# if_fetch_stage

**if_fetch_stage: cell placement**

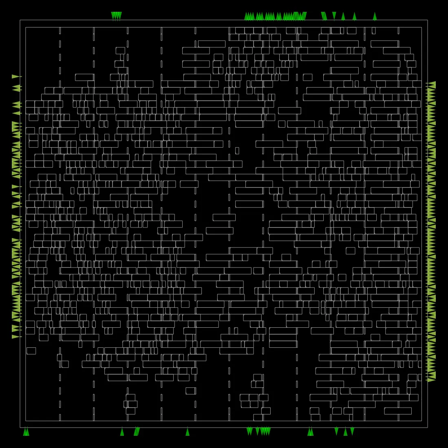

$ cat src/rtl/if_fetch_stage.sv
// Instruction fetch: PC register, in-order imem request/response, prefetch FIFO toward decode.
// Optional IF_MISALIGN_CHECK_EN: misaligned redirect targets raise fetch_misaligned and block fetch.
//
// state | meaning
// RUN   | normal fetch, responses are pushed into the prefetch FIFO
// DRAIN | responses issued before a redirect are discarded until drop_cnt hits 0
module if_fetch_stage #(
  parameter int unsigned     XLEN       = 32,
  parameter logic [XLEN-1:0] RESET_PC   = '0,
  parameter int unsigned     FIFO_DEPTH = 2
) (
  input  logic            clk,
  input  logic            rst,
  output logic            imem_req_valid,
  input  logic            imem_req_ready,
  output logic [XLEN-1:0] imem_req_addr,
  input  logic            imem_rsp_valid,
  input  logic [31:0]     imem_rsp_data,
  input  logic            stall,
  input  logic            redirect_valid,
  input  logic [XLEN-1:0] redirect_pc,
  output logic            instr_valid,
  output logic [31:0]     instruction,
  output logic [XLEN-1:0] pc,
  output logic [XLEN-1:0] pc_plus4
`ifdef IF_MISALIGN_CHECK_EN
  ,
  output logic            fetch_misaligned
`endif
);

  localparam int unsigned AW = (FIFO_DEPTH > 1) ? $clog2(FIFO_DEPTH) : 1;
  localparam int unsigned CW = $clog2(FIFO_DEPTH + 1);

  localparam logic [31:0]     NOP     = 32'h0000_0013;
  localparam logic [XLEN-1:0] FOUR    = XLEN'(4);
  localparam logic [CW-1:0]   CNT_ONE = CW'(1);
  localparam logic [CW-1:0]   DEPTH_C = CW'(FIFO_DEPTH);
  localparam logic [AW-1:0]   PTR_ONE = AW'(1);

  typedef enum logic {S_RUN, S_DRAIN} state_t;

  state_t state_q, state_d;
  logic   drop_active;

  logic [XLEN-1:0] fetch_pc, rsp_pc, redirect_aligned;
  logic [CW-1:0]   outstanding, outstanding_d;
  logic [CW-1:0]   drop_cnt, drop_d;
  logic [CW-1:0]   fifo_count;
  logic [CW:0]     credit_used;
  logic [AW-1:0]   wr_ptr, rd_ptr;
  logic [31:0]     instr_mem [FIFO_DEPTH];
  logic [XLEN-1:0] pc_mem    [FIFO_DEPTH];
  logic            req_fire, push, pop, fetch_block;

  assign redirect_aligned = {redirect_pc[XLEN-1:2], 2'b00};
  assign credit_used      = {1'b0, outstanding} + {1'b0, fifo_count};

  assign imem_req_valid = !rst && !redirect_valid && !fetch_block &&
                          (credit_used < {1'b0, DEPTH_C});
  assign imem_req_addr  = fetch_pc;
  assign req_fire       = imem_req_valid && imem_req_ready;

  // A response landing in a redirect cycle belongs to the old stream and is dropped too.
  assign push = !rst && imem_rsp_valid && !drop_active && !redirect_valid;
  assign pop  = instr_valid && !stall && !redirect_valid;

  always_comb begin
    outstanding_d = outstanding;
    if (req_fire && !imem_rsp_valid)
      outstanding_d = outstanding + CNT_ONE;
    else if (!req_fire && imem_rsp_valid)
      outstanding_d = outstanding - CNT_ONE;
  end

  always_comb begin
    drop_d = drop_cnt;
    if (redirect_valid)
      drop_d = imem_rsp_valid ? (outstanding - CNT_ONE) : outstanding;
    else if (drop_active && imem_rsp_valid)
      drop_d = drop_cnt - CNT_ONE;
  end

  always_ff @(posedge clk) begin
    if (rst) state_q <= S_RUN;
    else     state_q <= state_d;
  end

  always_comb begin
    state_d = state_q;
    if (redirect_valid)
      state_d = (drop_d != '0) ? S_DRAIN : S_RUN;
    else if (state_q == S_DRAIN && drop_d == '0)
      state_d = S_RUN;
  end

  always_comb begin
    drop_active = (state_q == S_DRAIN);
  end

  always_ff @(posedge clk) begin
    if (rst) begin
      fetch_pc    <= RESET_PC;
      rsp_pc      <= RESET_PC;
      outstanding <= '0;
      drop_cnt    <= '0;
      fifo_count  <= '0;
      wr_ptr      <= '0;
      rd_ptr      <= '0;
    end else begin
      outstanding <= outstanding_d;
      drop_cnt    <= drop_d;
      if (redirect_valid) begin
        fetch_pc   <= redirect_aligned;
        rsp_pc     <= redirect_aligned;
        fifo_count <= '0;
        wr_ptr     <= '0;
        rd_ptr     <= '0;
      end else begin
        if (req_fire) fetch_pc <= fetch_pc + FOUR;
        if (push) begin
          rsp_pc <= rsp_pc + FOUR;
          wr_ptr <= wr_ptr + PTR_ONE;
        end
        if (pop) rd_ptr <= rd_ptr + PTR_ONE;
        if (push && !pop)
          fifo_count <= fifo_count + CNT_ONE;
        else if (!push && pop)
          fifo_count <= fifo_count - CNT_ONE;
      end
      if (push && !pop) assert (fifo_count < DEPTH_C);
    end
  end

  always_ff @(posedge clk) begin
    if (push) begin
      instr_mem[wr_ptr] <= imem_rsp_data;
      pc_mem[wr_ptr]    <= rsp_pc;
    end
  end

  assign instr_valid = (fifo_count != '0);
  assign instruction = instr_valid ? instr_mem[rd_ptr] : NOP;
  assign pc          = instr_valid ? pc_mem[rd_ptr] : '0;
  assign pc_plus4    = pc + FOUR;

`ifdef IF_MISALIGN_CHECK_EN
  logic misaligned_q;

  // Sticky until the next redirect; an aligned redirect clears it.
  always_ff @(posedge clk) begin
    if (rst)                 misaligned_q <= 1'b0;
    else if (redirect_valid) misaligned_q <= |redirect_pc[1:0];
  end

  assign fetch_misaligned = misaligned_q;
  assign fetch_block      = misaligned_q;
`else
  logic unused_pc_lsb;
  assign unused_pc_lsb = ^redirect_pc[1:0];
  assign fetch_block   = 1'b0;
`endif

endmodule

$ cat config.mk
export PLATFORM = sky130hd
export DESIGN_NAME = if_fetch_stage
export DESIGN_NICKNAME = d
export VERILOG_FILES = /design/src/rtl/if_fetch_stage.sv
export SDC_FILE = /design/constraint.sdc
export NUM_CORES = 1
export LEC_CHECK = 0
export ABC_CLOCK_PERIOD_IN_PS = 6150
export CAP_MARGIN = 0
export CORE_MARGIN = 2
export CORE_UTILIZATION = 35
export CTS_CLUSTER_SIZE = 20
export DETAILED_ROUTE_END_ITERATION = 10
export HOLD_SLACK_MARGIN = 0.15
export PLACE_DENSITY_LB_ADDON = 0.3
export SLEW_MARGIN = 20
export SYNTH_ARGS = -nofsm -noshare
export SYNTH_HDL_FRONTEND = slang
export SYNTH_SLANG_ARGS = --single-unit
$ cat constraint.sdc
create_clock -name clk -period 6.15 [get_ports clk]
set_input_delay 0.615 -clock clk [delete_from_list [all_inputs] [get_ports clk]]
set_output_delay 0.615 -clock clk [all_outputs]
set_load 0.02 [all_outputs]
# jtkicker_vout

==> src/rtl/jtkicker_vout.sv <==
// Video output stage: fixed-latency pixel pipeline with blanking, plus HS/VS
// re-timing by user offsets that only take effect at the start of vertical blank.
module jtkicker_vout #(
  parameter int PDLY  = 9,
  parameter int VBASE = 8
) (
  input  logic       clk,
  input  logic       rst,
  input  logic       pxl_cen,
  input  logic [3:0] hoffset,
  input  logic [3:0] voffset,
  input  logic [3:0] red,
  input  logic [3:0] green,
  input  logic [3:0] blue,
  input  logic       LHBL_dly,
  input  logic       LVBL_dly,
  input  logic       HS,
  input  logic       VS,
  output logic [3:0] vid_r,
  output logic [3:0] vid_g,
  output logic [3:0] vid_b,
  output logic       vid_hs,
  output logic       vid_vs,
  output logic       vid_lhbl,
  output logic       vid_lvbl,
  output logic       vid_de
);

  logic [13:0] pipe [0:PDLY-2];
  logic [13:0] last;
  logic        last_de;
  logic        lvbl_fall;
  logic [3:0]  hoff_a;
  logic [3:0]  voff_a;
  logic [15:0] hs_sr;
  logic [3:0]  hs_idx;
  logic        hs_last;
  logic        hs_rise;
  logic [14:0] vs_sr;
  logic [15:0] vs_next;
  logic [3:0]  vs_idx;

  assign last    = pipe[PDLY-2];
  assign last_de = last[1] & last[0];

  // The output registers form the final pipeline stage, so colour, blanks
  // and data-enable all emerge together after exactly PDLY ticks.
  always_ff @(posedge clk or posedge rst) begin
    if (rst) begin
      for (int i = 0; i < PDLY-1; i++) pipe[i] <= '0;
      vid_r    <= '0;
      vid_g    <= '0;
      vid_b    <= '0;
      vid_lhbl <= 1'b0;
      vid_lvbl <= 1'b0;
      vid_de   <= 1'b0;
    end else if (pxl_cen) begin
      pipe[0] <= {red, green, blue, LHBL_dly, LVBL_dly};
      for (int i = 1; i < PDLY-1; i++) pipe[i] <= pipe[i-1];
      vid_lhbl <= last[1];
      vid_lvbl <= last[0];
      vid_de   <= last_de;
      vid_r    <= last_de ? last[13:10] : 4'd0;
      vid_g    <= last_de ? last[9:6]   : 4'd0;
      vid_b    <= last_de ? last[5:2]   : 4'd0;
    end
  end

  assign lvbl_fall = vid_lvbl & ~last[0];

  always_ff @(posedge clk or posedge rst) begin
    if (rst) begin
      hoff_a <= '0;
      voff_a <= '0;
    end else if (pxl_cen && lvbl_fall) begin
      hoff_a <= hoffset;
      voff_a <= voffset;
    end
  end

  // Tap 1 of the HS line sits in bit 0, hence the -1 on the index.
  assign hs_idx  = 4'(5'(PDLY) + {hoff_a[3], hoff_a} - 5'd1);
  assign vs_idx  = 4'(5'(VBASE) + {voff_a[3], voff_a});
  assign vid_hs  = hs_sr[hs_idx];
  assign hs_rise = vid_hs & ~hs_last;
  assign vs_next = {vs_sr, VS};

  always_ff @(posedge clk or posedge rst) begin
    if (rst) begin
      hs_sr   <= '0;
      hs_last <= 1'b0;
      vs_sr   <= '0;
      vid_vs  <= 1'b0;
    end else if (pxl_cen) begin
      hs_sr   <= {hs_sr[14:0], HS};
      hs_last <= vid_hs;
      if (hs_rise) begin
        vs_sr  <= vs_next[14:0];
        vid_vs <= vs_next[vs_idx];
      end
    end
  end

endmodule
==> config.mk <==
export PLATFORM = sky130hd
export DESIGN_NAME = jtkicker_vout
export DESIGN_NICKNAME = d
export VERILOG_FILES = /design/src/rtl/jtkicker_vout.sv
export SDC_FILE = /design/constraint.sdc
export NUM_CORES = 1
export LEC_CHECK = 0
export CORE_ASPECT_RATIO = 0.8
export CORE_MARGIN = 8
export CORE_UTILIZATION = 50
export CTS_BUF_LIST = sky130_fd_sc_hd__clkbuf_8
export DETAILED_ROUTE_END_ITERATION = 12
export PLACE_DENSITY = 0.67
export SLEW_MARGIN = 20
export SYNTH_ARGS = -nofsm -noshare
export SYNTH_HDL_FRONTEND = slang
export SYNTH_SLANG_ARGS = --single-unit
==> constraint.sdc <==
create_clock -name clk -period 7.2 [get_ports clk]
set_clock_uncertainty 0.2 [all_clocks]
set_input_delay 1.44 -clock clk [delete_from_list [all_inputs] [get_ports clk]]
set_output_delay 1.44 -clock clk [all_outputs]
set_load 0.005 [all_outputs]

==> layout pictures side by side <==
Cells colored by class.
Fill, decap, tap and diode cells in gray.
panel A
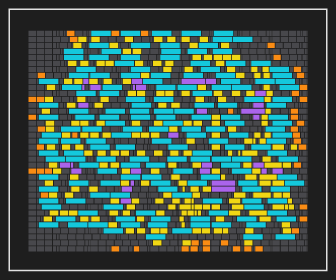
panel B
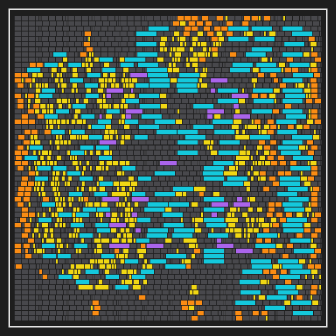
| picture | from |
|---|---|
| panel A | jtkicker_vout |
| panel B | if_fetch_stage |

Key to panel B:
color	class	cells	share of their area
yellow	combinational and other logic	600	34%
orange	other buffers and delay cells	198	17%
cyan	flops	194	45%
purple	clock drivers and dummy loads	31	4.8%

**jtkicker_vout: wires at chosen ports, followed through buffers**

Bar = 50 um.
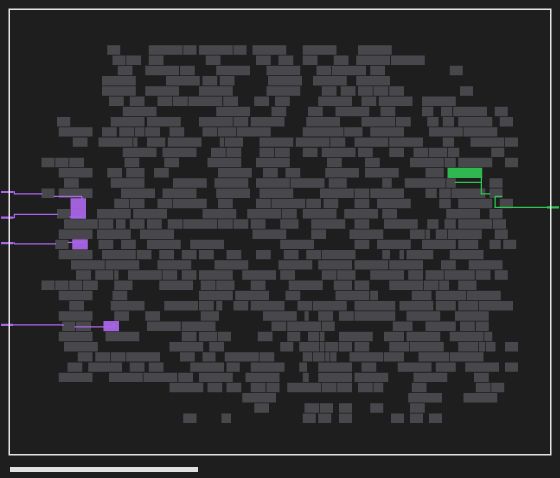
color	port	direction	end cells	buffers	wire
green	vid_de	output	1	1	32.7 um
purple	red	input	4	4	74.2 um

==> run_results.csv, jtkicker_vout <==
group,metric,value,unit
place,gp_congestion,0.754,
final_layout,drive_gt1_share,43.5,%
final_layout,nMultiInputCombCells,200,
hold_path,min_from,"vid_de",
clock_tree,postCtsSetupBuffers,0,
power_and_ir_drop,power_frac_comb,21.3,%
final_layout,layout-area-overhead-vs-synth,15.0,%
final_timing,slew_violations,0,
clock_tree,tritoncts,"yes",
clock_tree,cts_buffer_depth,2,
route,wl_met2,3820,um
critical_path,reg2reg_depth,5,
outcome,outcome,"completed",
critical_path,regToRegSetupSlack,4220,ps
final_timing,worst_slack,3190,ps
final_layout,sh_comb_area,29.5,%
final_timing,rsz0062_at_grt,"false",
==> jtkicker_vout: cells by family after synthesis <==
logic type      count (synthesis)  synth area share (%)
mux                           167                  30.0
buf+inv                        21                  1.57
simple gates                   14                  1.27
flops                         168                  64.5
compound gates                 19                  2.67
==> jtkicker_vout: state kept, by name, indices dropped and copies added, names as in the netlist <==
register and cells:
hoff_a 4, hs_last 1, hs_sr 16, last 14, pipe 98, vid_b 4, vid_de 1, vid_g 4
vid_lhbl 1, vid_lvbl 1, vid_r 4, vid_vs 1, voff_a 4, vs_sr 15
**if_fetch_stage: wiring by layer**

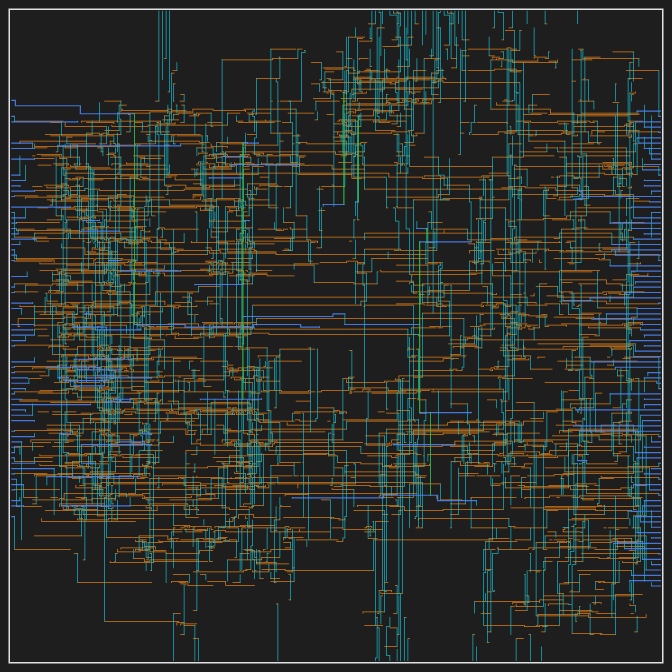
color	layer	wire length
blue	metal 3	1340 um
green	metal 4	237 um
cyan	metal 2	9420 um
orange	metal 1	11400 um

About 'cell placement' of if_fetch_stage:
final core occ: 46.1%
Non-Filler Instances: 1358
TAP cells: 335
Seq area share: 43.0%

==> run_results.csv, if_fetch_stage <==
group,metric,value,unit
synthesis,ys_top_logic_family,"simple AND/OR/NAND/NOR gates",
global_route,grt_pass1_wl,36000,um
die,die_y,166,um
clock_tree,numClockSinks,194,
place,gp_congestion,0.796,
clock_tree,insertion_delay,430,ps
outcome,outcome,"completed",
critical_path,cpPeakStageDelay,810,ps
global_route,grt_pass1_vias,6470,
final_timing,fin_crit_sh,74.5,%
final_timing,rsz0062_at_grt,"false",
power_and_ir_drop,peakVddDrop,0.125,mV
power_and_ir_drop,p_leak,0.00398,uW
power_and_ir_drop,p_seq,1490,uW
critical_path,required,5530,ps
synthesis,synth-simple-area-share,17.5,%
power_and_ir_drop,switching_share,25.0,%
final_timing,hold_viol,0,
-- if_fetch_stage: flip-flops by register name, indices dropped and copies added (netlist names), named ones only --
name / flops
drop_active: 1
drop_cnt: 2
fifo_count: 2
imem_req_addr: 30
instr_mem: 64
outstanding: 2
pc_mem: 60
rd_ptr: 1
rsp_pc: 30
wr_ptr: 1
-- if_fetch_stage: cell type report --
type,instances,area [sq um],area share (%)
Sequential cell,194,5130,43.0
Tap cell,335,419,3.51
Clock inverter,13,125,1.05
Clock buffer,18,429,3.60
Multi-Input combinational cell,581,3800,31.9
Timing Repair Buffer,198,1950,16.4
Inverter,19,71.3,0.598

# ysyx_23060236_bru

**ysyx_23060236_bru: wiring by layer**

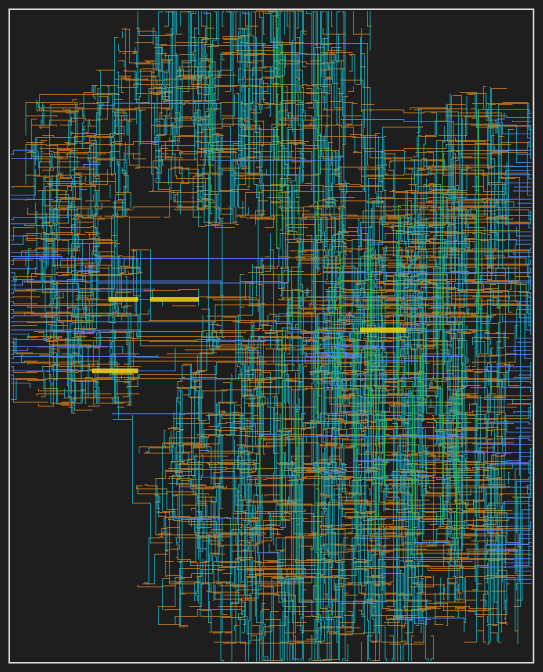

[src/rtl/ysyx_23060236_bru_pkg.sv]
// Shared widths, FSM state encoding and 2-bit confidence counter constants
// for the branch resolution unit.
package ysyx_23060236_bru_pkg;

    localparam int BRU_ADDR_LEN = 32;
    localparam int BRU_DATA_LEN = 32;

    typedef enum logic {
        BRU_IDLE     = 1'b0,
        BRU_REDIRECT = 1'b1
    } bru_state_e;

    typedef logic [1:0] cnt_t;

    localparam cnt_t CNT_SNT = 2'd0;
    localparam cnt_t CNT_WNT = 2'd1;
    localparam cnt_t CNT_WT  = 2'd2;
    localparam cnt_t CNT_ST  = 2'd3;

    // Jumps pin the counter to strongly-taken; branches move one step, saturating.
    function automatic cnt_t cnt_next(input cnt_t cur, input logic is_jmp, input logic taken);
        cnt_t nxt;
        nxt = cur;
        if (is_jmp)
            nxt = CNT_ST;
        else if (taken)
            nxt = (cur == CNT_ST) ? CNT_ST : cur + 2'd1;
        else
            nxt = (cur == CNT_SNT) ? CNT_SNT : cur - 2'd1;
        return nxt;
    endfunction

endpackage

[src/rtl/ysyx_23060236_bru_cnt_table.sv]
// Table of 2-bit confidence counters: combinational read, one-cycle registered
// write, with the in-flight write forwarded to a same-index read.
module ysyx_23060236_bru_cnt_table
    import ysyx_23060236_bru_pkg::*;
#(
    parameter int CNT_IDX = 4
) (
    input  logic               clock,
    input  logic               reset,
    input  logic [CNT_IDX-1:0] rd_idx,
    output cnt_t               rd_cnt,
    input  logic               wr_en,
    input  logic [CNT_IDX-1:0] wr_idx,
    input  cnt_t               wr_cnt
);

    localparam int ENTRIES = 1 << CNT_IDX;

    cnt_t               cnt_q [ENTRIES];
    logic               pend_valid;
    logic [CNT_IDX-1:0] pend_idx;
    cnt_t               pend_cnt;

    // NOTE: every entry is reset because the predictor relies on a known
    // weakly-not-taken start; a RAM-style unreset array would leave it X.
    always_ff @(posedge clock) begin
        if (reset) begin
            for (int i = 0; i < ENTRIES; i++)
                cnt_q[i] <= CNT_WNT;
            pend_valid <= 1'b0;
            pend_idx   <= '0;
            pend_cnt   <= CNT_WNT;
        end else begin
            pend_valid <= wr_en;
            pend_idx   <= wr_idx;
            pend_cnt   <= wr_cnt;
            if (pend_valid)
                cnt_q[pend_idx] <= pend_cnt;
        end
    end

    // The staged write has not reached the array yet, so a matching read takes it.
    always_comb begin
        rd_cnt = cnt_q[rd_idx];
        if (pend_valid && (pend_idx == rd_idx))
            rd_cnt = pend_cnt;
    end

endmodule

[src/rtl/ysyx_23060236_bru.sv]
// Branch resolution unit: checks the IFU-predicted next PC, redirects IFU on a
// mispredict, trains the confidence table and emits BTB write pulses.
module ysyx_23060236_bru
    import ysyx_23060236_bru_pkg::*;
#(
    parameter int ADDR_LEN = BRU_ADDR_LEN,
    parameter int DATA_LEN = BRU_DATA_LEN,
    parameter int CNT_IDX  = 4,
    parameter int PERF_LEN = 32
) (
    input  logic                clock,
    input  logic                reset,
    input  logic                exu_valid,
    output logic                exu_ready,
    input  logic [ADDR_LEN-1:0] exu_pc,
    input  logic [ADDR_LEN-1:0] exu_pred_npc,
    input  logic                exu_is_br,
    input  logic                exu_is_jmp,
    input  logic                exu_taken,
    input  logic [ADDR_LEN-1:0] exu_target,
    output logic                redirect_valid,
    input  logic                redirect_ready,
    output logic [ADDR_LEN-1:0] redirect_pc,
    output logic                btb_wvalid,
    output logic [ADDR_LEN-1:0] btb_awaddr,
    output logic [DATA_LEN-1:0] btb_wdata,
    output logic [PERF_LEN-1:0] perf_br_cnt,
    output logic [PERF_LEN-1:0] perf_mis_cnt
);

    bru_state_e         state;
    logic               accept;
    logic               is_jmp;
    logic               is_br;
    logic               is_cf;
    logic               tk;
    logic               mis;
    logic [ADDR_LEN-1:0] actual;
    logic [CNT_IDX-1:0] idx;
    cnt_t               cur_cnt;
    cnt_t               new_cnt;
    logic               btb_fire;

    assign exu_ready = (state == BRU_IDLE);
    assign accept    = exu_valid & exu_ready;

    // A branch flagged as a jump too is resolved as the jump.
    assign is_jmp = exu_is_jmp;
    assign is_br  = exu_is_br & ~exu_is_jmp;
    assign is_cf  = is_br | is_jmp;

    assign tk       = is_jmp | (is_br & exu_taken);
    assign actual   = tk ? exu_target : exu_pc + ADDR_LEN'(4);
    assign mis      = (actual != exu_pred_npc);
    assign idx      = exu_pc[CNT_IDX+1:2];
    assign new_cnt  = cnt_next(cur_cnt, is_jmp, exu_taken);
    assign btb_fire = accept & tk & (new_cnt >= CNT_WT);

    ysyx_23060236_bru_cnt_table #(
        .CNT_IDX(CNT_IDX)
    ) u_cnt_table (
        .clock  (clock),
        .reset  (reset),
        .rd_idx (idx),
        .rd_cnt (cur_cnt),
        .wr_en  (accept & is_cf),
        .wr_idx (idx),
        .wr_cnt (new_cnt)
    );

    // NOTE: all state here uses non-blocking assignments so every register
    // samples pre-edge values regardless of statement order.
    always_ff @(posedge clock) begin
        if (reset) begin
            state          <= BRU_IDLE;
            redirect_valid <= 1'b0;
            redirect_pc    <= '0;
            btb_wvalid     <= 1'b0;
            btb_awaddr     <= '0;
            btb_wdata      <= '0;
            perf_br_cnt    <= '0;
            perf_mis_cnt   <= '0;
        end else begin
            btb_wvalid <= btb_fire;
            if (btb_fire) begin
                btb_awaddr <= exu_pc;
                btb_wdata  <= DATA_LEN'(exu_target);
            end

            case (state)
                BRU_IDLE: begin
                    if (accept && mis) begin
                        state          <= BRU_REDIRECT;
                        redirect_valid <= 1'b1;
                        redirect_pc    <= actual;
                    end
                end
                BRU_REDIRECT: begin
                    if (redirect_ready) begin
                        state          <= BRU_IDLE;
                        redirect_valid <= 1'b0;
                    end
                end
                default: begin
                    state          <= BRU_IDLE;
                    redirect_valid <= 1'b0;
                end
            endcase

            // Perf counters stick at all-ones instead of wrapping.
            if (accept && is_cf && (perf_br_cnt != '1))
                perf_br_cnt <= perf_br_cnt + PERF_LEN'(1);
            if (accept && is_cf && mis && (perf_mis_cnt != '1))
                perf_mis_cnt <= perf_mis_cnt + PERF_LEN'(1);
        end
    end

endmodule

[config.mk]
export PLATFORM = sky130hd
export DESIGN_NAME = ysyx_23060236_bru
export DESIGN_NICKNAME = d
export VERILOG_FILES = /design/src/rtl/ysyx_23060236_bru_pkg.sv /design/src/rtl/ysyx_23060236_bru_cnt_table.sv /design/src/rtl/ysyx_23060236_bru.sv
export SDC_FILE = /design/constraint.sdc
export NUM_CORES = 1
export LEC_CHECK = 0
export CAP_MARGIN = 20
export CELL_PAD_IN_SITES_DETAIL_PLACEMENT = 2
export CELL_PAD_IN_SITES_GLOBAL_PLACEMENT = 2
export CORE_AREA = 4 4 170 213
export DETAILED_ROUTE_END_ITERATION = 7
export DIE_AREA = 0 0 174 217
export PLACE_DENSITY = 0.95
export SLEW_MARGIN = 20
export SYNTH_ARGS = -nofsm -noshare
export SYNTH_HDL_FRONTEND = slang
export SYNTH_SLANG_ARGS = --single-unit
[constraint.sdc]
create_clock -name clock -period 7.74 [get_ports clock]
set_input_delay 1.161 -clock clock [delete_from_list [all_inputs] [get_ports clock]]
set_output_delay 1.161 -clock clock [all_outputs]
set_load 0.02 [all_outputs]
# mem_data_arbiter

File: src/rtl/mem_arb_pkg.sv
// Shared types and constants for the two-port data memory arbiter.
package mem_arb_pkg;

    typedef enum logic [1:0] {
        ST_IDLE   = 2'd0,
        ST_ACCESS = 2'd1,
        ST_RESP   = 2'd2
    } state_t;

    localparam int   WORD_BYTES = 4;
    localparam logic PORT_CORE  = 1'b0;
    localparam logic PORT_DBG   = 1'b1;

endpackage

File: src/rtl/rr_arbiter_2.sv
// Two-input round-robin arbiter; the last-grant register moves only when a grant is taken.
module rr_arbiter_2 (
    input  logic       clk,
    input  logic       rst,
    input  logic [1:0] req,
    input  logic       advance,
    output logic [1:0] gnt
);

    logic last_reg;

    // Reset to "port 1 granted last" so port 0 wins the first tie.
    always_ff @(posedge clk or posedge rst) begin
        if (rst) begin
            last_reg <= 1'b1;
        end else if (advance) begin
            last_reg <= gnt[1];
        end
    end

    always_comb begin
        gnt = req;
        if (&req) begin
            gnt = last_reg ? 2'b01 : 2'b10;
        end
    end

endmodule

File: src/rtl/mem_data_arbiter.sv
// Shares a single-port data memory between the core (port 0) and debug/loader (port 1),
// one word request in flight at a time: accept, memory access, response.
module mem_data_arbiter
    import mem_arb_pkg::*;
#(
    parameter int ADDR_W    = 32,
    parameter int DATA_W    = 32,
    parameter int MEM_BYTES = 128
) (
    input  logic              i_clk,
    input  logic              i_rst,
    input  logic              i_req0_valid,
    input  logic              i_req0_we,
    input  logic [ADDR_W-1:0] i_req0_addr,
    input  logic [DATA_W-1:0] i_req0_wdata,
    output logic              o_req0_ready,
    output logic              o_rsp0_valid,
    output logic [DATA_W-1:0] o_rsp0_rdata,
    output logic              o_rsp0_err,
    input  logic              i_req1_valid,
    input  logic              i_req1_we,
    input  logic [ADDR_W-1:0] i_req1_addr,
    input  logic [DATA_W-1:0] i_req1_wdata,
    output logic              o_req1_ready,
    output logic              o_rsp1_valid,
    output logic [DATA_W-1:0] o_rsp1_rdata,
    output logic              o_rsp1_err,
    output logic              o_mem_clk_enable,
    output logic              o_mem_write,
    output logic [ADDR_W-1:0] o_mem_addr,
    output logic [DATA_W-1:0] o_mem_wdata,
    input  logic [DATA_W-1:0] i_mem_rdata
);

    state_t            state_reg, state_next;
    logic              we_reg, id_reg, err_reg;
    logic [ADDR_W-1:0] addr_reg;
    logic [DATA_W-1:0] wdata_reg, rdata_reg;

    logic [1:0]        req, gnt;
    logic              accept, sel, sel_we, sel_err;
    logic [ADDR_W-1:0] sel_addr;
    logic [DATA_W-1:0] sel_wdata;

    assign req = {i_req1_valid, i_req0_valid};

    rr_arbiter_2 u_rr (
        .clk     (i_clk),
        .rst     (i_rst),
        .req     (req),
        .advance (accept),
        .gnt     (gnt)
    );

    assign sel       = gnt[1];
    assign sel_we    = sel ? i_req1_we    : i_req0_we;
    assign sel_addr  = sel ? i_req1_addr  : i_req0_addr;
    assign sel_wdata = sel ? i_req1_wdata : i_req0_wdata;
    assign sel_err   = (sel_addr[1:0] != 2'b00) ||
                       (sel_addr > ADDR_W'(MEM_BYTES - WORD_BYTES));

    always_ff @(posedge i_clk or posedge i_rst) begin
        if (i_rst) begin
            state_reg <= ST_IDLE;
        end else begin
            state_reg <= state_next;
        end
    end

    always_comb begin
        state_next       = state_reg;
        accept           = 1'b0;
        o_req0_ready     = 1'b0;
        o_req1_ready     = 1'b0;
        o_rsp0_valid     = 1'b0;
        o_rsp1_valid     = 1'b0;
        o_rsp0_rdata     = '0;
        o_rsp1_rdata     = '0;
        o_rsp0_err       = 1'b0;
        o_rsp1_err       = 1'b0;
        o_mem_clk_enable = 1'b0;
        o_mem_write      = 1'b0;
        o_mem_addr       = '0;
        o_mem_wdata      = '0;
        case (state_reg)
            ST_IDLE: begin
                // Reset also masks ready so nothing is accepted while it is held.
                if ((|req) && !i_rst) begin
                    accept       = 1'b1;
                    o_req0_ready = gnt[0];
                    o_req1_ready = gnt[1];
                    state_next   = ST_ACCESS;
                end
            end
            ST_ACCESS: begin
                o_mem_addr       = addr_reg;
                o_mem_clk_enable = !err_reg;
                o_mem_write      = we_reg && !err_reg;
                o_mem_wdata      = (we_reg && !err_reg) ? wdata_reg : '0;
                state_next       = ST_RESP;
            end
            ST_RESP: begin
                if (id_reg == PORT_DBG) begin
                    o_rsp1_valid = 1'b1;
                    o_rsp1_rdata = rdata_reg;
                    o_rsp1_err   = err_reg;
                end else begin
                    o_rsp0_valid = 1'b1;
                    o_rsp0_rdata = rdata_reg;
                    o_rsp0_err   = err_reg;
                end
                state_next = ST_IDLE;
            end
            default: state_next = ST_IDLE;
        endcase
    end

    always_ff @(posedge i_clk or posedge i_rst) begin
        if (i_rst) begin
            we_reg    <= 1'b0;
            id_reg    <= PORT_CORE;
            err_reg   <= 1'b0;
            addr_reg  <= '0;
            wdata_reg <= '0;
            rdata_reg <= '0;
        end else if (accept) begin
            we_reg    <= sel_we;
            id_reg    <= sel;
            err_reg   <= sel_err;
            addr_reg  <= sel_addr;
            wdata_reg <= sel_wdata;
        end else if (state_reg == ST_ACCESS) begin
            rdata_reg <= (!we_reg && !err_reg) ? i_mem_rdata : '0;
        end
    end

endmodule

File: config.mk
export PLATFORM = sky130hd
export DESIGN_NAME = mem_data_arbiter
export DESIGN_NICKNAME = d
export VERILOG_FILES = /design/src/rtl/mem_arb_pkg.sv /design/src/rtl/rr_arbiter_2.sv /design/src/rtl/mem_data_arbiter.sv
export SDC_FILE = /design/constraint.sdc
export NUM_CORES = 1
export LEC_CHECK = 0
export CORE_AREA = 2 2 126 128
export CTS_BUF_LIST = sky130_fd_sc_hd__clkbuf_8
export CTS_CLUSTER_SIZE = 14
export DETAILED_ROUTE_END_ITERATION = 6
export DIE_AREA = 0 0 128 130
export GPL_TIMING_DRIVEN = 0
export PLACE_DENSITY_LB_ADDON = 0.12
export RECOVER_POWER = 100
export SLEW_MARGIN = 20
export SYNTH_ARGS = -nofsm -noshare
export SYNTH_HDL_FRONTEND = slang
export SYNTH_HIERARCHICAL = 1
export SYNTH_SLANG_ARGS = --single-unit
File: constraint.sdc
create_clock -name i_clk -period 3.6 [get_ports i_clk]
set_clock_uncertainty 0.15 [all_clocks]
set_input_delay 0.9 -clock i_clk [delete_from_list [all_inputs] [get_ports i_clk]]
set_output_delay 0.9 -clock i_clk [all_outputs]
set_load 0.01 [all_outputs]
# axis_pixels_upsizer

**src/rtl/axis_pixels_upsizer_pkg.sv**
```systemverilog
// Shared definitions for the pixel-stream width upsizer.
//   DEF_S_WIDTH / DEF_RATIO : default narrow width and packing ratio
//   M_WIDTH / KEEP_W        : resulting wide tdata / tkeep widths
//   lane_t / lane_keep_t    : one narrow lane of data / byte enables
//   idx_width()             : width of the lane counter for a given ratio
package axis_pixels_upsizer_pkg;

    localparam int DEF_S_WIDTH = 32;
    localparam int DEF_RATIO   = 4;
    localparam int M_WIDTH     = DEF_S_WIDTH * DEF_RATIO;
    localparam int KEEP_W      = M_WIDTH / 8;

    typedef logic [DEF_S_WIDTH-1:0]   lane_t;
    typedef logic [DEF_S_WIDTH/8-1:0] lane_keep_t;

    // A ratio of 1 still needs a one-bit counter so the port widths stay legal.
    function automatic int idx_width(input int ratio);
        return (ratio > 1) ? $clog2(ratio) : 1;
    endfunction

endpackage

```
**src/rtl/axis_pixels_upsizer.sv**
```systemverilog
// AXI-Stream width upsizer feeding dnn_engine's pixel input.
// Packs RATIO consecutive narrow beats into one wide beat (lane 0 = LSBs),
// flushing a partial wide beat early on s_axis_tlast. Byte enables travel
// with their lane unchanged; unused upper lanes carry data 0 / keep 0.
//
// Ports:
//   aclk, areset        clock, synchronous active-high reset
//   s_axis_*            narrow input stream (tvalid/tready/tdata/tkeep/tlast)
//   m_axis_*            registered wide output stream
module axis_pixels_upsizer
    import axis_pixels_upsizer_pkg::*;
#(
    parameter int S_WIDTH = DEF_S_WIDTH,
    parameter int RATIO   = DEF_RATIO
) (
    input  logic                        aclk,
    input  logic                        areset,
    input  logic                        s_axis_tvalid,
    output logic                        s_axis_tready,
    input  logic [S_WIDTH-1:0]          s_axis_tdata,
    input  logic [S_WIDTH/8-1:0]        s_axis_tkeep,
    input  logic                        s_axis_tlast,
    output logic                        m_axis_tvalid,
    input  logic                        m_axis_tready,
    output logic [S_WIDTH*RATIO-1:0]    m_axis_tdata,
    output logic [S_WIDTH*RATIO/8-1:0]  m_axis_tkeep,
    output logic                        m_axis_tlast
);

    localparam int IDX_W      = idx_width(RATIO);
    localparam int IN_KEEP_W  = S_WIDTH / 8;
    localparam int OUT_W      = S_WIDTH * RATIO;
    localparam int OUT_KEEP_W = OUT_W / 8;
    localparam logic [IDX_W-1:0] LAST_IDX = IDX_W'(RATIO - 1);

    logic [IDX_W-1:0]      idx;
    logic [OUT_W-1:0]      acc_data;
    logic [OUT_KEEP_W-1:0] acc_keep;
    logic                  s_accept;
    logic                  complete;
    logic [OUT_W-1:0]      pack_data;
    logic [OUT_KEEP_W-1:0] pack_keep;

    // Intake stalls only when a wide beat is parked and not being taken, so
    // a completion can overwrite the output register in the same cycle it drains.
    assign s_axis_tready = !areset && (!m_axis_tvalid || m_axis_tready);
    assign s_accept      = s_axis_tvalid && s_axis_tready;
    assign complete      = s_accept && ((idx == LAST_IDX) || s_axis_tlast);

    // Wide word as it would look if the current beat completed it: stored
    // lanes below idx, the live beat in lane idx, zeros above.
    always_comb begin
        // NOTE: defaults first so every path assigns both outputs; otherwise
        // the unassigned cases would infer latches.
        pack_data = '0;
        pack_keep = '0;
        for (int l = 0; l < RATIO; l++) begin
            if (IDX_W'(l) < idx) begin
                pack_data[l*S_WIDTH +: S_WIDTH]     = acc_data[l*S_WIDTH +: S_WIDTH];
                pack_keep[l*IN_KEEP_W +: IN_KEEP_W] = acc_keep[l*IN_KEEP_W +: IN_KEEP_W];
            end else if (IDX_W'(l) == idx) begin
                pack_data[l*S_WIDTH +: S_WIDTH]     = s_axis_tdata;
                pack_keep[l*IN_KEEP_W +: IN_KEEP_W] = s_axis_tkeep;
            end
        end
    end

    // Lane counter and accumulator.
    always_ff @(posedge aclk) begin
        // NOTE: non-blocking assignments keep every register updating from
        // pre-edge values, so ordering inside the block does not matter.
        if (areset) begin
            idx      <= '0;
            acc_data <= '0;
            acc_keep <= '0;
        end else if (complete) begin
            idx      <= '0;
            acc_keep <= '0;
        end else if (s_accept) begin
            idx <= idx + IDX_W'(1);
            for (int l = 0; l < RATIO; l++) begin
                if (IDX_W'(l) == idx) begin
                    acc_data[l*S_WIDTH +: S_WIDTH]     <= s_axis_tdata;
                    acc_keep[l*IN_KEEP_W +: IN_KEEP_W] <= s_axis_tkeep;
                end
            end
        end
    end

    // Registered wide output; holds steady while stalled because neither
    // branch fires when tvalid is high and tready is low.
    always_ff @(posedge aclk) begin
        if (areset) begin
            m_axis_tvalid <= 1'b0;
            m_axis_tdata  <= '0;
            m_axis_tkeep  <= '0;
            m_axis_tlast  <= 1'b0;
        end else if (complete) begin
            m_axis_tvalid <= 1'b1;
            m_axis_tdata  <= pack_data;
            m_axis_tkeep  <= pack_keep;
            m_axis_tlast  <= s_axis_tlast;
        end else if (m_axis_tvalid && m_axis_tready) begin
            m_axis_tvalid <= 1'b0;
        end
    end

endmodule

```
**config.mk**
```make
export PLATFORM = sky130hd
export DESIGN_NAME = axis_pixels_upsizer
export DESIGN_NICKNAME = d
export VERILOG_FILES = /design/src/rtl/axis_pixels_upsizer_pkg.sv /design/src/rtl/axis_pixels_upsizer.sv
export SDC_FILE = /design/constraint.sdc
export NUM_CORES = 1
export LEC_CHECK = 0
export CORE_MARGIN = 3
export CORE_UTILIZATION = 35
export DETAILED_ROUTE_END_ITERATION = 8
export MAX_ROUTING_LAYER = met4
export PLACE_DENSITY = 0.67
export SETUP_SLACK_MARGIN = 0.02
export SLEW_MARGIN = 20
export SYNTH_ARGS = -nofsm -noshare
export SYNTH_HDL_FRONTEND = slang
export SYNTH_SLANG_ARGS = --single-unit
```
**constraint.sdc**
```tcl
create_clock -name aclk -period 2.18 [get_ports aclk]
set_input_delay 0.218 -clock aclk [delete_from_list [all_inputs] [get_ports aclk]]
set_output_delay 0.218 -clock aclk [all_outputs]
set_load 0.02 [all_outputs]
```

==> layout pictures side by side <==
Wires at chosen ports, followed through buffers.
Bar = 50 um.
(a)
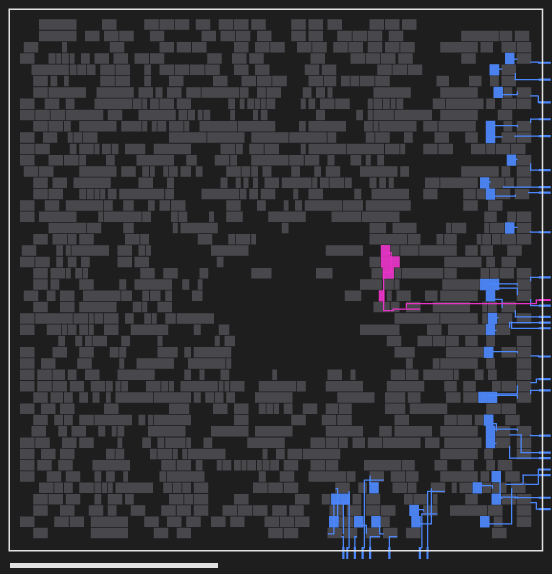
(b)
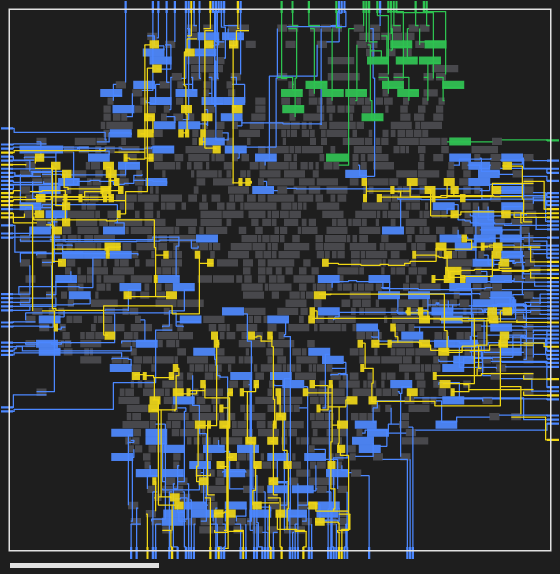
(c)
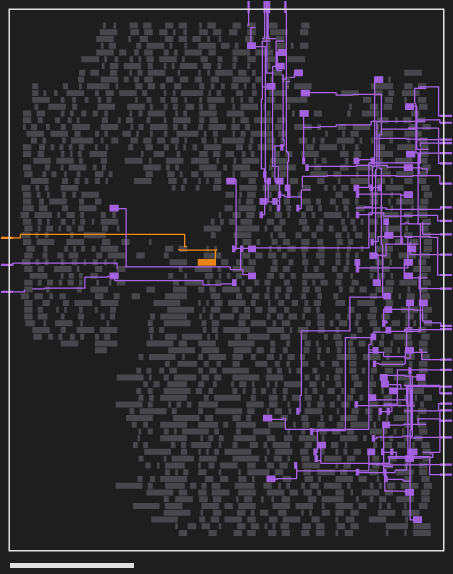
(b) -> axis_pixels_upsizer
(a) -> mem_data_arbiter
(c) -> ysyx_23060236_bru

**mem_data_arbiter: cell sizes after repair**

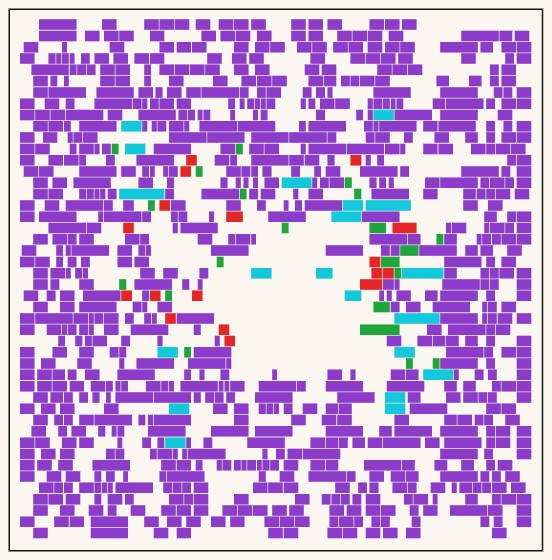
color	size	cells	most used
green	_2 cells	21	buf_2
purple	_0 and _1 cells	808	clkdlybuf4s50_1
red	_3 and _4 cells	17	buf_4
cyan	_6 and larger	20	clkbuf_8

**mem_data_arbiter: wiring by layer**

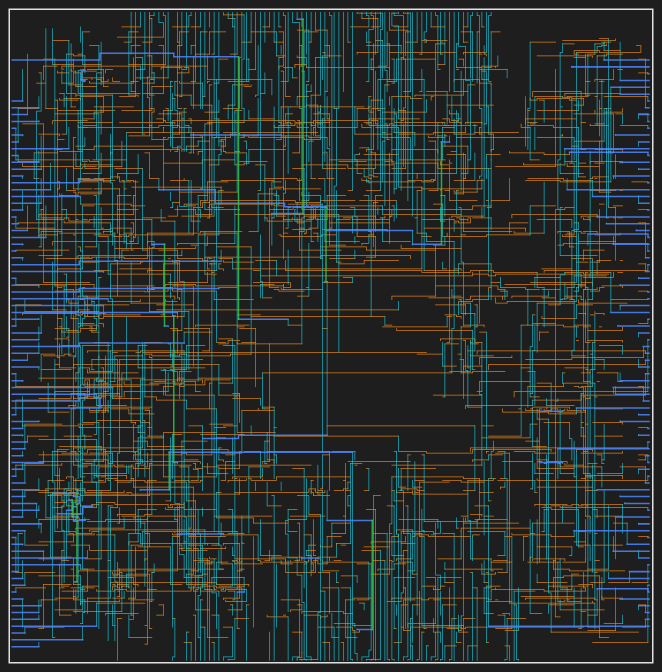
color	layer	wire length
blue	metal 3	1270 um
cyan	metal 2	9490 um
green	metal 4	223 um
orange	metal 1	7600 um

==> run_results.csv, mem_data_arbiter <==
group,metric,value,unit
outcome,outcome,"completed",
synthesis,synthesis.nets,712,
hold_path,min_from,"rdata_reg[31]",
synthesis,synth_area_per_cell,9.88,sq um
power_and_ir_drop,power_frac_clock,27.2,%
synthesis,mux_area_share,12.5,%
critical_path,worstSetupPathType,"reg2out",
power_and_ir_drop,p_clk,879,uW
route,vias,5254,
power_and_ir_drop,peakVddDrop,0.190,mV
synthesis,ys_async_sr_fraction,100,%
synthesis,ys_sh_aoi,11.9,%
critical_path,cp_max_fo,10,
critical_path,crit_family,"buffers and inverters",
route,met3_wirelength,1270,um
final_timing,totalNegativeSetupSlack,0,ps
final_timing,max-slew-margin-rel,66.7,%
synthesis,synth_chip_area,5390,sq um
[mem_data_arbiter: worst register-to-register path: cells and delay by family (launching register included)]
kind / cells / cell delay [ps]
and+or+nand+nor: 3 / 570
buffers and inverters: 1 / 150
DFF: 1 / 560
AOI/OAI and AO/OA: 3 / 380
[mem_data_arbiter: worst max path at each step]
| stage | slack [ps] | to |
|---|---|---|
| floorplan | 740 | o_req1_ready |
| global placement | -590 | o_req1_ready |
| detailed placement | -600 | o_req1_ready |
| CTS | 80 | o_mem_addr[20] |
| global route | -10 | o_mem_addr[11] |
| finish | 160 | o_mem_addr[3] |
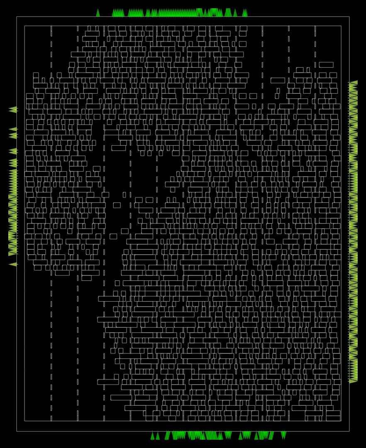
**Above:** ysyx_23060236_bru (cell placement).
final core occ: 41.3%
# fillers: 3714

## Picture notes: 'wiring by layer' of ysyx_23060236_bru
color	layer	wire length
cyan	metal 2	25.1 mm
blue	metal 3	2830 um
orange	metal 1	17700 um
yellow	metal 5	50.6 um
green	metal 4	2210 um

==> run_results.csv, ysyx_23060236_bru <==
group,metric,value,unit
global_route,grt_remaining_overflow,0,
global_route,use_met3,5.37,%
outcome,outcome,"completed",
final_timing,fin_crit_sh,70.9,%
route,met3_wirelength,2830,um
final_timing,slew_violations,0,
synthesis,syn_area,10500,sq um
final_layout,seq_cells,202,
flow_run,log.warning_count,28,
critical_path,setup.worst_path.start_class,"primary input",
power_and_ir_drop,p_switching,771,uW
route,vias,10421,
die,num_rows,76,
clock_tree,cts_hold_buf,0,
route,vias_per_cell,5.57,
place,place_worst_setup_slack,1780,ps
final_layout,drive_gt1_share,5.96,%
synthesis,top_area_cell,"dfxtp_1",
route,dr.pass1.iters,5,
critical_path,regToRegSetupSlack,3100,ps
critical_path,cpPeakStageDelay,890,ps
critical_path,reg2reg_depth,11,
critical_path,end_kind,"register",
## ysyx_23060236_bru: logic make-up after synthesis
group | Yosys count | synth area share (%)
adder cells (fa/ha/maj) | 3 | 0.359
multiplexers | 76 | 8.52
flip-flops | 202 | 41.7
buffers and inverters | 104 | 4.05
XOR/XNOR | 86 | 7.32
AND/OR/NAND/NOR | 517 | 25.0
AND-OR/OR-AND | 214 | 13.1
**axis_pixels_upsizer: cells colored by class**

Fill, decap, tap and diode cells in gray.
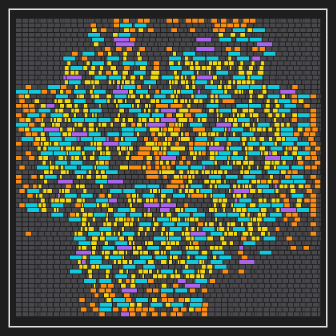
color	class	cells	share of their area
cyan	flops	256	38%
yellow	combinational and other logic	739	37%
purple	clock drivers and dummy loads	51	6.9%
orange	other buffers and delay cells	249	19%

==> run_results.csv, axis_pixels_upsizer <==
group,metric,value,unit
outcome,outcome,"completed",
critical_path,crit_cells,7,
critical_path,crit_path_cell_trace,"buf_4 -> inv_1 -> ha_2 -> or3b_1 -> buf_6 -> o311ai_0 -> o21ai_0",
final_timing,fin_worst_skew,18.6,ps
global_route,use_met2,34.3,%
final_layout,final_util,47.0,%
final_timing,fin_crit_sh,96.4,%
critical_path,setup.worst_path.start_class,"register",
power_and_ir_drop,pg_comb,1240,uW
route,met1Wirelength,16400,um
final_layout,fillers,2823,
final_layout,comb_area,4920,sq um
critical_path,path_buffers,3,
critical_path,r2r_end,"acc_data[6]",
synthesis,synthesis.nets,1196,
final_timing,rsz0062_at_grt,"true",
critical_path,critPathSlowestCell,"or3b_1",
final_layout,n_clock_buffer,38,
axis_pixels_upsizer: cells by family (layout without fill, tap and decap cells):
kind of cell	count (synthesis)	after routing	synth area share, %
mux	36	36	3.34
fa+ha+maj	5	5	0.580
simple gates	198	198	9.46
buf+inv	178	323	7.32
compound gates	477	477	31.8
flops	256	256	47.5
axis_pixels_upsizer: stage by stage:
| stage | hold slack (ps) | worst slack (ps) |
|---|---|---|
| detailed placement | 461 | 117 |
| finish | 238 | 79.0 |
| global placement | 454 | 157 |
| global route | 233 | -5.49 |
| floorplan | 343 | 121 |
| CTS | 220 | 54.8 |

# elevator_call_register

**elevator_call_register: wires at chosen ports, followed through buffers**

Bar = 10 um.
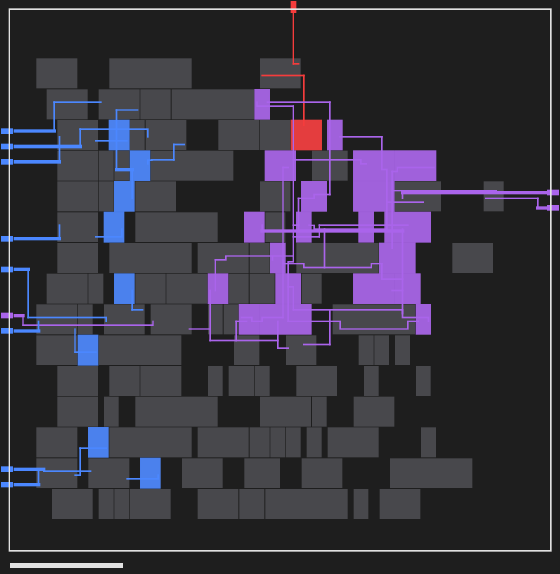
$ cat src/rtl/elevator_call_register.sv
// Pending-call register for an elevator car: per-floor set/clear bits plus summary flags.
// Optional macro CALL_DEBOUNCE_EN requires a press to be seen on two consecutive edges.
module elevator_call_register #(
    parameter int FLOORS = 8,
    parameter int FLW    = 3
) (
    input  logic              clk,
    input  logic              reset,
    input  logic [FLOORS-1:0] in,
    input  logic [FLOORS-1:0] clr,
    input  logic [FLW-1:0]    cur_floor,
    output logic [FLOORS-1:0] out,
    output logic              flag,
    output logic [FLW:0]      count,
    output logic              any_above,
    output logic              any_below,
    output logic              at_floor
);

    logic [FLOORS-1:0] qual;

`ifdef CALL_DEBOUNCE_EN
    logic [FLOORS-1:0] in_prev;

    always_ff @(posedge clk) begin
        if (reset) begin
            in_prev <= '0;
        end else begin
            in_prev <= in;
        end
    end

    assign qual = in & in_prev;
`else
    assign qual = in;
`endif

    // Clear dominates a simultaneous press on the same floor.
    always_ff @(posedge clk) begin
        if (reset) begin
            out <= '0;
        end else begin
            out <= (out | qual) & ~clr;
        end
    end

    int cf;

    always_comb begin
        count     = '0;
        any_above = 1'b0;
        any_below = 1'b0;
        at_floor  = 1'b0;
        cf        = int'(cur_floor);
        for (int i = 0; i < FLOORS; i++) begin
            count = count + (FLW+1)'(out[i]);
            if (out[i] && (i > cf)) any_above = 1'b1;
            if (out[i] && (i < cf)) any_below = 1'b1;
            if (out[i] && (i == cf)) at_floor = 1'b1;
        end
    end

    assign flag = |out;

endmodule

$ cat config.mk
export PLATFORM = sky130hd
export DESIGN_NAME = elevator_call_register
export DESIGN_NICKNAME = d
export VERILOG_FILES = /design/src/rtl/elevator_call_register.sv
export SDC_FILE = /design/constraint.sdc
export NUM_CORES = 1
export LEC_CHECK = 0
export ABC_AREA = 0
export CAP_MARGIN = 20
export CORE_MARGIN = 2
export CORE_UTILIZATION = 35
export DETAILED_ROUTE_END_ITERATION = 7
export GPL_TIMING_DRIVEN = 0
export HOLD_SLACK_MARGIN = 0.08
export MAX_ROUTING_LAYER = met4
export PLACE_DENSITY = 0.79
export SLEW_MARGIN = 20
export SYNTH_ARGS = -nofsm -noshare
export SYNTH_HDL_FRONTEND = slang
export SYNTH_SLANG_ARGS = --single-unit
$ cat constraint.sdc
create_clock -name clk -period 11.3 [get_ports clk]
set_input_delay 3.39 -clock clk [delete_from_list [all_inputs] [get_ports clk]]
set_output_delay 3.39 -clock clk [all_outputs]
set_load 0.05 [all_outputs]
==> run_results.csv <==
group,metric,value,unit
critical_path,end_kind,"primary output",
global_route,met1_usage,24.5,%
outcome,outcome,"completed",
route,vias,739,
final_layout,largest_reg_flops,8,
die,num_io_pins,37,
route,totalWireLength,1830,um
final_layout,mostFrequentLayoutCell,"clkdlybuf4s50_1",
power_and_ir_drop,power_frac_clock,19.3,%
global_route,grt_pass1_wl,2920,um
route,dr.pass1.iters,4,
critical_path,path_buffers,3,
final_layout,nets,152,
synthesis,top_cell,"inv_1",
synthesis,synth_area_per_cell,7.89,sq um
hold_path,min_from,"out[4]",
power_and_ir_drop,switching_share,40.8,%
clock_tree,cts_resized,0,
synthesis,synth_top_flop_cell,"dfxtp_1",
## Picture notes: 'wires at chosen ports, followed through buffers' of elevator_call_register
color	port	direction	end cells	buffers	wire
blue	clr	input	8	8	97.4 um
red	any_above	output	1	1	13.1 um
purple	cur_floor	input	20	4	255 um

[area by class of cell]
class                           instances  area, sq um
Inverter                               16         60.1
Timing Repair Buffer                   33          330
Tap cell                               25         31.3
Clock buffer                            3         22.5
Fill cell                             163          709
Sequential cell                         8          160
Multi-Input combinational cell         57          423
Buffer                                  4         27.5
[logic make-up (layout without fill, tap and decap cells)]
family,count (synthesis),in the layout,share of synthesized area [%]
compound gates,17,17,17.4
xor+xnor,1,1,1.31
fa+ha+maj,8,8,19.4
mux,3,3,4.48
flops,8,8,23.9
buf+inv,20,56,13.1
simple gates,28,28,20.5


==> screenshots <==
Cell placement.
Plate I
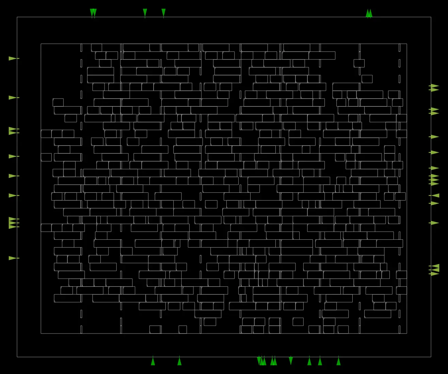
Plate II
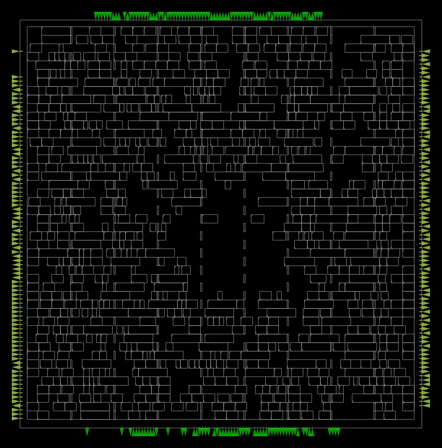
Plate III
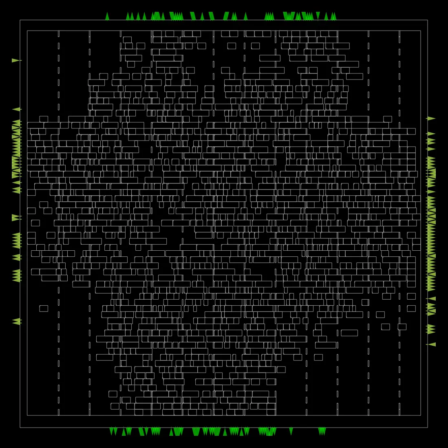
Plate IV
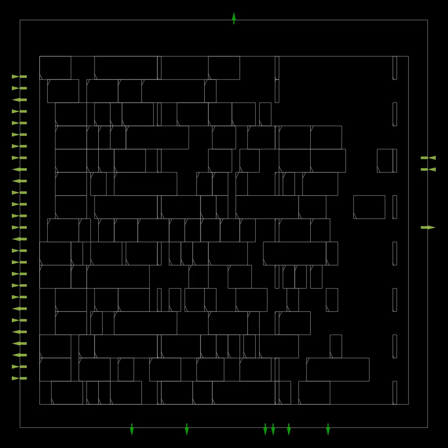
mem_data_arbiter: Plate II
jtkicker_vout: Plate I
elevator_call_register: Plate IV
axis_pixels_upsizer: Plate III
Of these, most cells: Plate III
Of these, fewest cells: Plate IV

